######## design 1 ########
==> design_1/pins.png <==
Pins as bars across the die edge, other pins in grey.
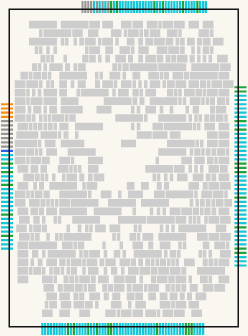
==> design_1/metal_stack.png <==
Two of the layers only.
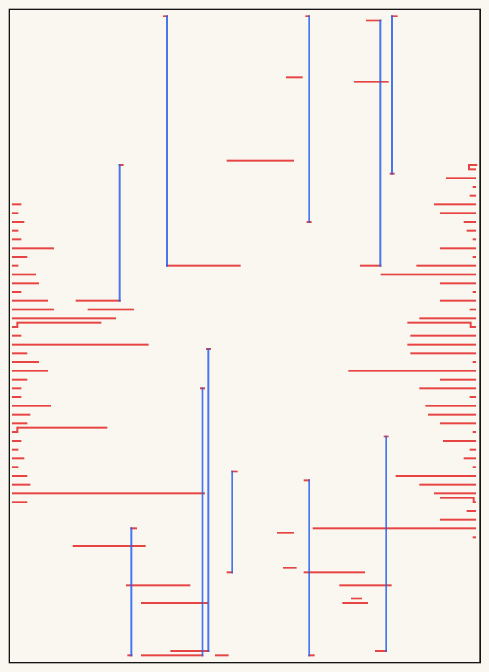
==> design_1/final_congestion.png <==
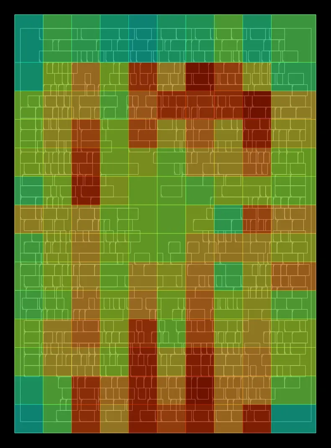
### src/rtl/vc_dom_pkg.sv
// Shared definitions for the domain-aware round-robin mux: output register
// state encoding and security domain labels.
package vc_dom_pkg;

  typedef enum logic [1:0] {
    EMPTY = 2'd0,
    FULL  = 2'd1,
    SCRUB = 2'd2
  } state_e;

  localparam logic DOM_L = 1'b0;
  localparam logic DOM_H = 1'b1;

endpackage

### src/rtl/vc_dom_rr_arb.sv
// Combinational round-robin arbiter: picks the first valid channel at or
// after ptr_i, wrapping to the lowest valid channel when none is found.
module vc_dom_rr_arb #(
  parameter int p_nchan = 4,
  parameter int p_cw    = $clog2(p_nchan)
) (
  input  logic [p_nchan-1:0] in_val_i,
  input  logic [p_cw-1:0]    ptr_i,
  output logic [p_cw-1:0]    winner_o,
  output logic               any_o
);

  logic [p_cw-1:0] lo_idx;
  logic [p_cw-1:0] hi_idx;
  logic            hi_any;

  // NOTE: every always_comb output gets a default first so no latch is inferred.
  always_comb begin
    lo_idx = '0;
    hi_idx = '0;
    hi_any = 1'b0;
    any_o  = 1'b0;
    // Descending scan: the last hit is the lowest index in each half.
    for (int i = p_nchan - 1; i >= 0; i--) begin
      if (in_val_i[i]) begin
        any_o  = 1'b1;
        lo_idx = p_cw'(i);
        if (p_cw'(i) >= ptr_i) begin
          hi_any = 1'b1;
          hi_idx = p_cw'(i);
        end
      end
    end
    winner_o = hi_any ? hi_idx : lo_idx;
  end

endmodule

### src/rtl/vc_dom_rr_mux.sv
// Round-robin N:1 mux with a one-entry output register labelled by security domain.
// Define VC_DOM_RR_MUX_SCRUB_EN to insert a one-cycle scrub on high-to-low domain switches.
module vc_dom_rr_mux
  import vc_dom_pkg::*;
#(
  parameter int p_nbits = 32,
  parameter int p_nchan = 4
) (
  input  logic                       clk,
  input  logic                       reset_n,
  input  logic [p_nchan-1:0]         in_val,
  output logic [p_nchan-1:0]         in_rdy,
  input  logic [p_nchan*p_nbits-1:0] in_msg,
  input  logic [p_nchan-1:0]         in_domain,
  output logic                       out_val,
  input  logic                       out_rdy,
  output logic [p_nbits-1:0]         out_msg,
  output logic                       out_domain,
  output logic [$clog2(p_nchan)-1:0] out_chan
);

  localparam int CW = $clog2(p_nchan);

  state_e          state_q, state_d;
  logic [CW-1:0]   ptr_q, ptr_d;
  logic [p_nbits-1:0] msg_q, msg_d;
  logic            dom_q, dom_d;
  logic [CW-1:0]   chan_q, chan_d;

  logic [CW-1:0]   winner;
  logic            any_val;
  logic [p_nbits-1:0] msg_sel;
  logic            dom_sel;
  logic            accept_en;
  logic            scrub;
  logic            fire;

  vc_dom_rr_arb #(
    .p_nchan (p_nchan),
    .p_cw    (CW)
  ) u_arb (
    .in_val_i (in_val),
    .ptr_i    (ptr_q),
    .winner_o (winner),
    .any_o    (any_val)
  );

  always_comb begin
    msg_sel = '0;
    dom_sel = DOM_L;
    for (int i = 0; i < p_nchan; i++) begin
      if (winner == CW'(i)) begin
        msg_sel = in_msg[i*p_nbits +: p_nbits];
        dom_sel = in_domain[i];
      end
    end
  end

  assign accept_en = (state_q == EMPTY) || ((state_q == FULL) && out_rdy);

`ifdef VC_DOM_RR_MUX_SCRUB_EN
  // High-domain data must never be followed directly by low-domain data.
  assign scrub = accept_en && any_val && (dom_q == DOM_H) && (dom_sel == DOM_L);
`else
  assign scrub = 1'b0;
`endif

  // Gated by reset_n so no ready is offered while reset is asserted.
  assign fire = reset_n && accept_en && any_val && !scrub;

  always_comb begin
    for (int i = 0; i < p_nchan; i++) begin
      in_rdy[i] = fire && (winner == CW'(i));
    end
  end

  always_comb begin
    state_d = state_q;
    ptr_d   = ptr_q;
    msg_d   = msg_q;
    dom_d   = dom_q;
    chan_d  = chan_q;
    unique case (state_q)
      EMPTY, FULL: begin
        if (fire) begin
          state_d = FULL;
          msg_d   = msg_sel;
          dom_d   = dom_sel;
          chan_d  = winner;
          ptr_d   = (winner == CW'(p_nchan - 1)) ? '0 : winner + CW'(1);
        end else if (scrub) begin
          state_d = SCRUB;
          msg_d   = '0;
          dom_d   = DOM_L;
        end else if ((state_q == FULL) && out_rdy) begin
          state_d = EMPTY;
          msg_d   = '0;
        end
      end
      SCRUB:   state_d = EMPTY;
      default: state_d = EMPTY;
    endcase
  end

  // NOTE: sequential state uses non-blocking assignments so every register samples pre-edge values.
  // NOTE: the message register is reset as well, so no stale high-domain data is ever visible.
  always_ff @(posedge clk or negedge reset_n) begin
    if (!reset_n) begin
      state_q <= EMPTY;
      ptr_q   <= '0;
      msg_q   <= '0;
      dom_q   <= DOM_L;
      chan_q  <= '0;
    end else begin
      state_q <= state_d;
      ptr_q   <= ptr_d;
      msg_q   <= msg_d;
      dom_q   <= dom_d;
      chan_q  <= chan_d;
    end
  end

  assign out_val    = (state_q == FULL);
  assign out_msg    = msg_q;
  assign out_domain = dom_q;
  assign out_chan   = chan_q;

endmodule
### config.mk
export PLATFORM = sky130hd
export DESIGN_NAME = vc_dom_rr_mux
export DESIGN_NICKNAME = d
export VERILOG_FILES = /design/src/rtl/vc_dom_pkg.sv /design/src/rtl/vc_dom_rr_arb.sv /design/src/rtl/vc_dom_rr_mux.sv
export SDC_FILE = /design/constraint.sdc
export NUM_CORES = 1
export LEC_CHECK = 0
export ABC_AREA = 1
export CORE_ASPECT_RATIO = 1.4
export CORE_UTILIZATION = 41
export DETAILED_ROUTE_END_ITERATION = 12
export GPL_ROUTABILITY_DRIVEN = 0
export PLACE_DENSITY = 0.91
export SLEW_MARGIN = 20
export SYNTH_ARGS = -nofsm -noshare
export SYNTH_HDL_FRONTEND = slang
export SYNTH_SLANG_ARGS = --single-unit
### constraint.sdc
create_clock -name clk -period 5.4 [get_ports clk]
set_input_delay 1.08 -clock clk [delete_from_list [all_inputs] [get_ports clk]]
set_output_delay 1.08 -clock clk [all_outputs]
set_load 0.1 [all_outputs]
==> impl_metrics.yaml <==
# implementation run metrics
clock_network:
  clk_latency_ns: 0.28
power_and_ir_drop:
  power.density_nw_per_um2: 573.0
  power_frac_seq_pct: 17.6
  p_int_mw: 1.045
  p_leak_nw: 2.127
  switchingPower_mw: 1.665
layout:
  buffer_area_share_pct: 38.84
  final_cell_mix: "173 x clkdlybuf4s50_1, 149 x nand2_1, 42 x nor2_1"
  drive_gt1_share_pct: 10.29
  nNetsFinal: 725
critical_path:
  r2r-start: "ptr_q[0]"
  path_delay_family: "buffers and inverters"
  cp-end-kind: "output pin"
  crit_required_ns: 4.32
  critical_path_peak_fanout: 33
  crit_buf_inv: 5
placement:
  dpl_cell_area_um2: 4638
  dp_slack_ns: 1.110
hold_path:
  hold_depth: 2
final_timing:
  period_needed_ns: 4.307
  worst_slack_ns: 1.093
  skew_ns: 0.004797
  finalMaxSlewViolations: 0
status:
  status: "complete, no violations"
synth:
  syn-cell-area_um2: 2885
  synthMuxAreaShare_pct: 0
  yosysWarnings: 0
  ys_seq_share_pct: 32.96
die:
  tap_cells: 92
## Picture notes: design_1/pins.png
legend:
  in_val:
    colour: orange
    pins: 4
    direction: input
    edge: left
  in_msg:
    colour: cyan
    pins: 128
    direction: input
    edge: 47 bottom, 32 right, 31 top, 18 left
  out_msg:
    colour: green
    pins: 32
    direction: output
    edge: 11 right, 10 bottom, 6 top, 5 left
  out_val:
    colour: blue
    pins: 1
    direction: output
    edge: left
die width: 72.90 um
DIE HEIGHT: 101.3 um

## Picture notes: design_1/metal_stack.png
legend:
  met3:
    colour: red
    wire_length: 537 um
  met4:
    colour: blue
    wire_length: 339 um
GRT Total Usage: 26.57%
Vias: 3375

## Picture notes: design_1/final_congestion.png
Top Usage Layer GRT: met2
met2 usage: 49.89%
Final Util: 70.59%


######## design 2 ########
[src/rtl/vga_pkg.sv]
// vga_pkg: shared VGA timing types, 640x480@60 defaults and a total-count helper.
package vga_pkg;
  localparam int unsigned VGA_H_ACTIVE = 640;
  localparam int unsigned VGA_H_FP = 16;
  localparam int unsigned VGA_H_SYNC = 96;
  localparam int unsigned VGA_H_BP = 48;
  localparam int unsigned VGA_V_ACTIVE = 480;
  localparam int unsigned VGA_V_FP = 10;
  localparam int unsigned VGA_V_SYNC = 2;
  localparam int unsigned VGA_V_BP = 33;
  typedef struct packed {
    int unsigned active;
    int unsigned fp;
    int unsigned sync;
    int unsigned bp;
  } vga_timing_t;
  localparam vga_timing_t VGA_H_DEFAULT = '{VGA_H_ACTIVE, VGA_H_FP, VGA_H_SYNC, VGA_H_BP};
  localparam vga_timing_t VGA_V_DEFAULT = '{VGA_V_ACTIVE, VGA_V_FP, VGA_V_SYNC, VGA_V_BP};
  function automatic int unsigned vga_total(vga_timing_t t);
    return t.active + t.fp + t.sync + t.bp;
  endfunction
endpackage

[src/rtl/vga_timing_gen_if.sv]
// vga_timing_gen_if: pixel enable in, raster timing out; master is the generator.
// frame_count exists only when VGA_TIMING_FRAMECNT_EN is defined.
interface vga_timing_gen_if #(parameter int CW = 10);
  logic pix_en;
  logic [CW-1:0] x;
  logic [CW-1:0] y;
  logic hsync;
  logic vsync;
  logic active;
  logic line_start;
  logic frame_start;
`ifdef VGA_TIMING_FRAMECNT_EN
  logic [15:0] frame_count;
  modport master (input pix_en, output x, y, hsync, vsync, active, line_start, frame_start, frame_count);
  modport slave (output pix_en, input x, y, hsync, vsync, active, line_start, frame_start, frame_count);
`else
  modport master (input pix_en, output x, y, hsync, vsync, active, line_start, frame_start);
  modport slave (output pix_en, input x, y, hsync, vsync, active, line_start, frame_start);
`endif
endinterface

[src/rtl/vga_axis_counter.sv]
// vga_axis_counter: one raster axis; sync and the active look-ahead are derived
// from the next count so registered outputs line up with the registered count.
module vga_axis_counter import vga_pkg::*; #(
  parameter vga_timing_t T = VGA_H_DEFAULT,
  parameter bit POL = 1'b0,
  parameter int CW = 10
) (
  input  logic clk,
  input  logic rst,
  input  logic adv,
  output logic [CW-1:0] count,
  output logic sync,
  output logic act_nx,
  output logic wrap
);
  localparam int unsigned TOT = vga_total(T);
  localparam logic [CW-1:0] LAST = CW'(TOT - 1);
  localparam logic [CW-1:0] SS = CW'(T.active + T.fp);
  localparam logic [CW-1:0] SE = CW'(T.active + T.fp + T.sync);
  localparam logic [CW-1:0] AE = CW'(T.active);
  if (T.active < 1 || T.fp < 1 || T.sync < 1 || T.bp < 1 || TOT > 2**CW) begin : g_bad_timing
    $fatal(1, "vga_axis_counter: timing parameter below 1 or total exceeds 2**CW");
  end
  logic [CW-1:0] count_q, count_d;
  logic sync_q, sync_d;
  always_comb begin
    wrap = adv && count_q == LAST;
    count_d = !adv ? count_q : wrap ? '0 : count_q + CW'(1);
    sync_d = (count_d >= SS && count_d < SE) ? POL : ~POL;
    act_nx = count_d < AE;
  end
  always_ff @(posedge clk or posedge rst)
    if (rst) begin
      count_q <= '0;
      sync_q <= ~POL;
    end else begin
      count_q <= count_d;
      sync_q <= sync_d;
    end
  assign count = count_q;
  assign sync = sync_q;
endmodule

[src/rtl/vga_timing_gen.sv]
// vga_timing_gen: parametrised VGA raster timing generator with line/frame strobes.
// Define VGA_TIMING_FRAMECNT_EN to add a 16-bit frame counter.
module vga_timing_gen import vga_pkg::*; #(
  parameter int unsigned H_ACTIVE = VGA_H_ACTIVE,
  parameter int unsigned H_FP = VGA_H_FP,
  parameter int unsigned H_SYNC = VGA_H_SYNC,
  parameter int unsigned H_BP = VGA_H_BP,
  parameter int unsigned V_ACTIVE = VGA_V_ACTIVE,
  parameter int unsigned V_FP = VGA_V_FP,
  parameter int unsigned V_SYNC = VGA_V_SYNC,
  parameter int unsigned V_BP = VGA_V_BP,
  parameter bit HS_POL = 1'b0,
  parameter bit VS_POL = 1'b0,
  parameter int CW = 10
) (
  input logic Counterclock,
  input logic reset,
  vga_timing_gen_if.master vif
);
  localparam vga_timing_t HT = '{H_ACTIVE, H_FP, H_SYNC, H_BP};
  localparam vga_timing_t VT = '{V_ACTIVE, V_FP, V_SYNC, V_BP};
  logic h_wrap, v_wrap, h_act, v_act;
  logic active_q, active_d, line_start_q, line_start_d, frame_start_q, frame_start_d;
  vga_axis_counter #(.T(HT), .POL(HS_POL), .CW(CW)) u_h (
    .clk(Counterclock), .rst(reset), .adv(vif.pix_en), .count(vif.x),
    .sync(vif.hsync), .act_nx(h_act), .wrap(h_wrap));
  // the vertical axis advances only on the horizontal wrap, so vsync moves with it
  vga_axis_counter #(.T(VT), .POL(VS_POL), .CW(CW)) u_v (
    .clk(Counterclock), .rst(reset), .adv(h_wrap), .count(vif.y),
    .sync(vif.vsync), .act_nx(v_act), .wrap(v_wrap));
  always_comb begin
    active_d = h_act && v_act;
    line_start_d = h_wrap;
    frame_start_d = v_wrap;
  end
  always_ff @(posedge Counterclock or posedge reset)
    if (reset) begin
      active_q <= 1'b1;
      line_start_q <= 1'b0;
      frame_start_q <= 1'b0;
    end else begin
      active_q <= active_d;
      line_start_q <= line_start_d;
      frame_start_q <= frame_start_d;
    end
  assign vif.active = active_q;
  assign vif.line_start = line_start_q;
  assign vif.frame_start = frame_start_q;
`ifdef VGA_TIMING_FRAMECNT_EN
  logic [15:0] frame_count_q, frame_count_d;
  always_comb frame_count_d = frame_start_d ? frame_count_q + 16'd1 : frame_count_q;
  always_ff @(posedge Counterclock or posedge reset)
    if (reset) frame_count_q <= '0;
    else frame_count_q <= frame_count_d;
  assign vif.frame_count = frame_count_q;
`endif
endmodule

[src/flat_wrapper.sv]
// flat-port wrapper written by rule: the top's interface ports become plain ports
module vga_timing_gen_flat import vga_pkg::*;
#(
  parameter int unsigned H_ACTIVE = VGA_H_ACTIVE,
  parameter int unsigned H_FP = VGA_H_FP,
  parameter int unsigned H_SYNC = VGA_H_SYNC,
  parameter int unsigned H_BP = VGA_H_BP,
  parameter int unsigned V_ACTIVE = VGA_V_ACTIVE,
  parameter int unsigned V_FP = VGA_V_FP,
  parameter int unsigned V_SYNC = VGA_V_SYNC,
  parameter int unsigned V_BP = VGA_V_BP,
  parameter bit HS_POL = 1'b0,
  parameter bit VS_POL = 1'b0,
  parameter int CW = 10
)
  (Counterclock, reset, vif_pix_en, vif_x, vif_y, vif_hsync, vif_vsync, vif_active, vif_line_start, vif_frame_start);
  vga_timing_gen_if #(.CW(CW)) vif_i ();
  input logic Counterclock;
  input logic reset;
  input wire logic [$bits(vif_i.pix_en)-1:0] vif_pix_en;
  output wire logic [$bits(vif_i.x)-1:0] vif_x;
  output wire logic [$bits(vif_i.y)-1:0] vif_y;
  output wire logic [$bits(vif_i.hsync)-1:0] vif_hsync;
  output wire logic [$bits(vif_i.vsync)-1:0] vif_vsync;
  output wire logic [$bits(vif_i.active)-1:0] vif_active;
  output wire logic [$bits(vif_i.line_start)-1:0] vif_line_start;
  output wire logic [$bits(vif_i.frame_start)-1:0] vif_frame_start;
  assign vif_i.pix_en = vif_pix_en;
  assign vif_x = vif_i.x;
  assign vif_y = vif_i.y;
  assign vif_hsync = vif_i.hsync;
  assign vif_vsync = vif_i.vsync;
  assign vif_active = vif_i.active;
  assign vif_line_start = vif_i.line_start;
  assign vif_frame_start = vif_i.frame_start;
  vga_timing_gen #(.H_ACTIVE(H_ACTIVE), .H_FP(H_FP), .H_SYNC(H_SYNC), .H_BP(H_BP), .V_ACTIVE(V_ACTIVE), .V_FP(V_FP), .V_SYNC(V_SYNC), .V_BP(V_BP), .HS_POL(HS_POL), .VS_POL(VS_POL), .CW(CW)) u_core (.Counterclock(Counterclock), .reset(reset), .vif(vif_i));
endmodule
[config.mk]
export PLATFORM = sky130hd
export DESIGN_NAME = vga_timing_gen_flat
export DESIGN_NICKNAME = d
export VERILOG_FILES = /design/src/rtl/vga_pkg.sv /design/src/rtl/vga_timing_gen_if.sv /design/src/rtl/vga_axis_counter.sv /design/src/rtl/vga_timing_gen.sv /design/src/flat_wrapper.sv
export SDC_FILE = /design/constraint.sdc
export NUM_CORES = 1
export LEC_CHECK = 0
export ABC_CLOCK_PERIOD_IN_PS = 3200
export CAP_MARGIN = 25
export CORE_AREA = 2 2 73 75
export CTS_CLUSTER_DIAMETER = 100
export DETAILED_ROUTE_END_ITERATION = 8
export DIE_AREA = 0 0 75 77
export GPL_TIMING_DRIVEN = 0
export SLEW_MARGIN = 20
export SYNTH_ARGS = -nofsm -noshare
export SYNTH_HDL_FRONTEND = slang
export SYNTH_HIERARCHICAL = 1
export SYNTH_SLANG_ARGS = --single-unit
[constraint.sdc]
create_clock -name Counterclock -period 3.2 [get_ports Counterclock]
set_input_delay 0.32 -clock Counterclock [delete_from_list [all_inputs] [get_ports Counterclock]]
set_output_delay 0.32 -clock Counterclock [all_outputs]
set_load 0.1 [all_outputs]
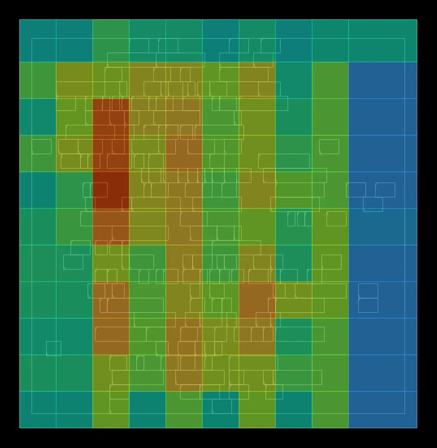
(design_2/final_congestion.png)
met2 usage: 14.91%
met1 global-route usage: 18.56%
Top Usage Layer GRT: met1
Final Util: 37.93%
GRT Total Usage: 11.36%

==> impl_metrics.yaml <==
# implementation run metrics
status:
  status: "complete, no violations"
synth:
  syn-cell-area_um2: 1439
  synthMuxAreaShare_pct: 0.6957
  topCombFamilyByArea: "simple AND/OR/NAND/NOR gates"
  ys_cells: 148
power_and_ir_drop:
  comb_power_share_pct: 41.0
  ir_drop_v: 0.0004212
  p_int_mw: 0.5400
  p_clk_share_pct: 18.7
  switchingPower_mw: 0.4644
die:
  die_w_um: 75
placement:
  gp_congestion: 0.7683
routing:
  highest_layer: "met4"
  first_pass_iters: 4
grt:
  antenna_found_initial: 0
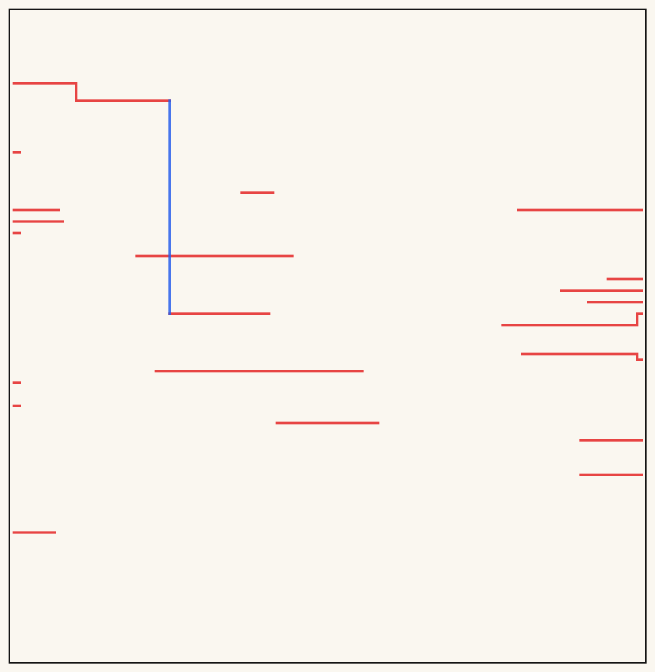
(design_2/metal_stack.png)
Two of the layers only.
legend:
  met4:
    colour: blue
    wire_length: 25.2 um
  met3:
    colour: red
    wire_length: 191 um
wirelength, routed: 3.196 mm
Vias: 1214
DR WL/cell: 12.63 um


######## design 3 ########
==> design_3/metal_stack.png <==
Two of the layers only.
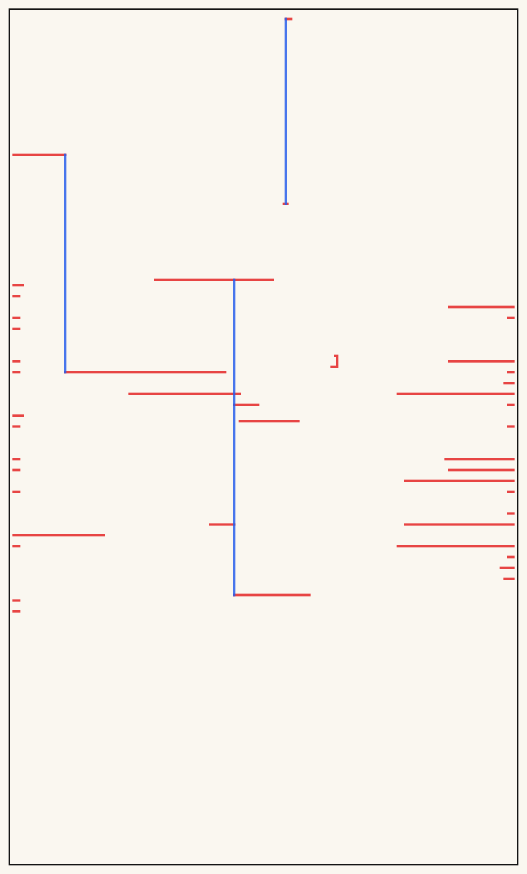
==> design_3/met3.png <==
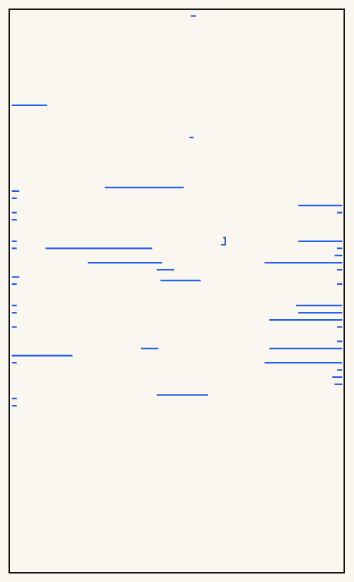
==> design_3/pins.png <==
Pins as bars across the die edge, other pins in grey.
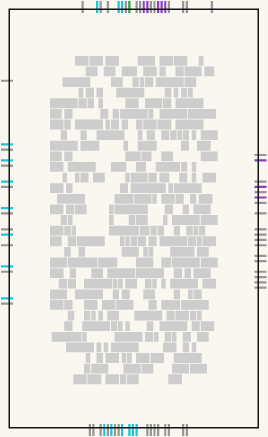
--- config.mk ---
export PLATFORM = sky130hd
export DESIGN_NAME = mem_bus_master
export DESIGN_NICKNAME = d
export VERILOG_FILES = /design/src/rtl/mem_bus_master.sv
export SDC_FILE = /design/constraint.sdc
export NUM_CORES = 1
export LEC_CHECK = 0
export ABC_AREA = 1
export CAP_MARGIN = 20
export CORE_ASPECT_RATIO = 2
export CORE_MARGIN = 10
export CORE_UTILIZATION = 39
export CTS_CLUSTER_DIAMETER = 100
export DETAILED_ROUTE_END_ITERATION = 10
export GPL_TIMING_DRIVEN = 0
export MAX_ROUTING_LAYER = met4
export PLACE_DENSITY = 0.79
export SLEW_MARGIN = 20
export SYNTH_ARGS = -nofsm -noshare
export SYNTH_HDL_FRONTEND = slang
export SYNTH_SLANG_ARGS = --single-unit
--- constraint.sdc ---
create_clock -name CLK -period 1.4 [get_ports CLK]
set_clock_uncertainty 0.05 [all_clocks]
set_input_delay 0.21 -clock CLK [delete_from_list [all_inputs] [get_ports CLK]]
set_output_delay 0.21 -clock CLK [all_outputs]
set_load 0.005 [all_outputs]
--- src/rtl/mem_bus_master.sv ---
// External memory bus master: runs one read or write cycle with wait states for the 6502 core.
// Optional macro MEMBUS_TIMEOUT_EN aborts a STROBE phase after TIMEOUT_CYCLES wait states (ERR=1).
module mem_bus_master #(
    parameter int TIMEOUT_CYCLES = 15
) (
    input  logic        CLK,
    input  logic        RST,
    input  logic        REQ,
    input  logic        WE,
    input  logic [7:0]  ADL_DATA,
    input  logic [7:0]  ADH_DATA,
    input  logic [7:0]  DB_DATA,
    output logic        BUSY,
    output logic        ACK,
    output logic        ERR,
    output logic [7:0]  RD_DATA,
    output logic [15:0] A,
    output logic        RW,
    output logic        STB,
    output logic [7:0]  D_OUT,
    output logic        D_OE,
    input  logic [7:0]  D_IN,
    input  logic        MEM_RDY
);

    typedef enum logic [1:0] {
        S_IDLE,
        S_SETUP,
        S_STROBE,
        S_DONE
    } state_t;

    state_t      state_q, state_d;
    logic [15:0] addr_q, addr_d;
    logic        rw_q, rw_d;
    logic [7:0]  dout_q, dout_d;
    logic [7:0]  rdata_q, rdata_d;

`ifdef MEMBUS_TIMEOUT_EN
    // The abort fires on the edge where the wait count would reach TIMEOUT_CYCLES.
    localparam logic [7:0] WAIT_LAST = 8'(TIMEOUT_CYCLES - 1);

    logic [7:0] wait_cnt_q, wait_cnt_d;
    logic       err_q, err_d;
`else
    logic [7:0] unused_timeout;
    assign unused_timeout = 8'(TIMEOUT_CYCLES);
`endif

    always_comb begin
        state_d = state_q;
        addr_d  = addr_q;
        rw_d    = rw_q;
        dout_d  = dout_q;
        rdata_d = rdata_q;
`ifdef MEMBUS_TIMEOUT_EN
        wait_cnt_d = wait_cnt_q;
        err_d      = err_q;
`endif
        case (state_q)
            S_IDLE: begin
                if (REQ) begin
                    addr_d = {ADH_DATA, ADL_DATA};
                    rw_d   = ~WE;
                    if (WE) begin
                        dout_d = DB_DATA;
                    end
`ifdef MEMBUS_TIMEOUT_EN
                    err_d = 1'b0;
`endif
                    state_d = S_SETUP;
                end
            end
            S_SETUP: begin
`ifdef MEMBUS_TIMEOUT_EN
                wait_cnt_d = 8'h00;
`endif
                state_d = S_STROBE;
            end
            S_STROBE: begin
                if (MEM_RDY) begin
                    if (rw_q) begin
                        rdata_d = D_IN;
                    end
                    state_d = S_DONE;
                end else begin
`ifdef MEMBUS_TIMEOUT_EN
                    wait_cnt_d = wait_cnt_q + 8'h01;
                    if (wait_cnt_q == WAIT_LAST) begin
                        err_d   = 1'b1;
                        state_d = S_DONE;
                    end
`endif
                end
            end
            S_DONE: begin
                state_d = S_IDLE;
            end
            default: begin
                state_d = S_IDLE;
            end
        endcase
    end

    always_ff @(posedge CLK) begin
        if (RST) begin
            state_q <= S_IDLE;
            addr_q  <= 16'h0000;
            rw_q    <= 1'b1;
            dout_q  <= 8'h00;
            rdata_q <= 8'h00;
`ifdef MEMBUS_TIMEOUT_EN
            wait_cnt_q <= 8'h00;
            err_q      <= 1'b0;
`endif
        end else begin
            state_q <= state_d;
            addr_q  <= addr_d;
            rw_q    <= rw_d;
            dout_q  <= dout_d;
            rdata_q <= rdata_d;
`ifdef MEMBUS_TIMEOUT_EN
            wait_cnt_q <= wait_cnt_d;
            err_q      <= err_d;
`endif
        end
    end

    assign BUSY    = (state_q != S_IDLE);
    assign ACK     = (state_q == S_DONE);
    assign STB     = (state_q == S_STROBE);
    // Data driver only on writes, and only while the address phase is live.
    assign D_OE    = ~rw_q && ((state_q == S_SETUP) || (state_q == S_STROBE));
    assign A       = addr_q;
    assign RW      = rw_q;
    assign D_OUT   = dout_q;
    assign RD_DATA = rdata_q;

`ifdef MEMBUS_TIMEOUT_EN
    assign ERR = ACK && err_q;
`else
    assign ERR = 1'b0;
`endif

endmodule

==> impl_metrics.yaml <==
# implementation run metrics
synth:
  ys_cells: 174
  most_common_cell: "dfxtp_1"
  yosys.area.top_type: "dfxtp_1"
  synth.distinct_cells: 24
final_timing:
  worst_slack_ns: -0.007695
  setup_violations: 1
status:
  status: "finished with violations"
  violations: "setup timing"
clock_network:
  tritoncts: "built"
  clk_latency_ns: 0.28
  cts_made_buffers: 5
  cts_sinks: 35
critical_path:
  crit_buf_inv: 3
  reg2reg_depth: 6
  critPathKind: "register to output pin"
  reg2reg_to: "RD_DATA[4]"
layout:
  largest_reg_flops: 16
  sh_seq_area_pct: 29.79
  clk_share_pct: 3.421
die:
  coreArea_um2: 3646
routing:
  viasPerCell: 4.782
power_and_ir_drop:
  power_mw: 3.624
Notes on design_3/metal_stack.png above:
legend:
  met3:
    colour: red
    wire_length: 200 um
  met4:
    colour: blue
    wire_length: 89.8 um
wirelength, routed: 4.359 mm
GRT Total Usage: 13.30%

Notes on design_3/met3.png above:
nets with wire on the layer: 38
longest straight run: 20.0 um
share of all routed wire: 4.6%
Vias: 1449
M3 GR Usage: 3.545%

Notes on design_3/pins.png above:
legend:
  A:
    colour: cyan
    pins: 16
    direction: output
    edge: 7 left, 6 bottom, 3 top
  DB_DATA:
    colour: purple
    pins: 8
    direction: input
    edge: 5 top, 3 right
  REQ:
    colour: green
    pins: 1
    direction: input
    edge: top
all pins by edge: 21 top, 20 bottom, 18 right, 16 left
DIE HEIGHT: 106.9 um
Port Buf Inserts: 70
die width: 63.43 um


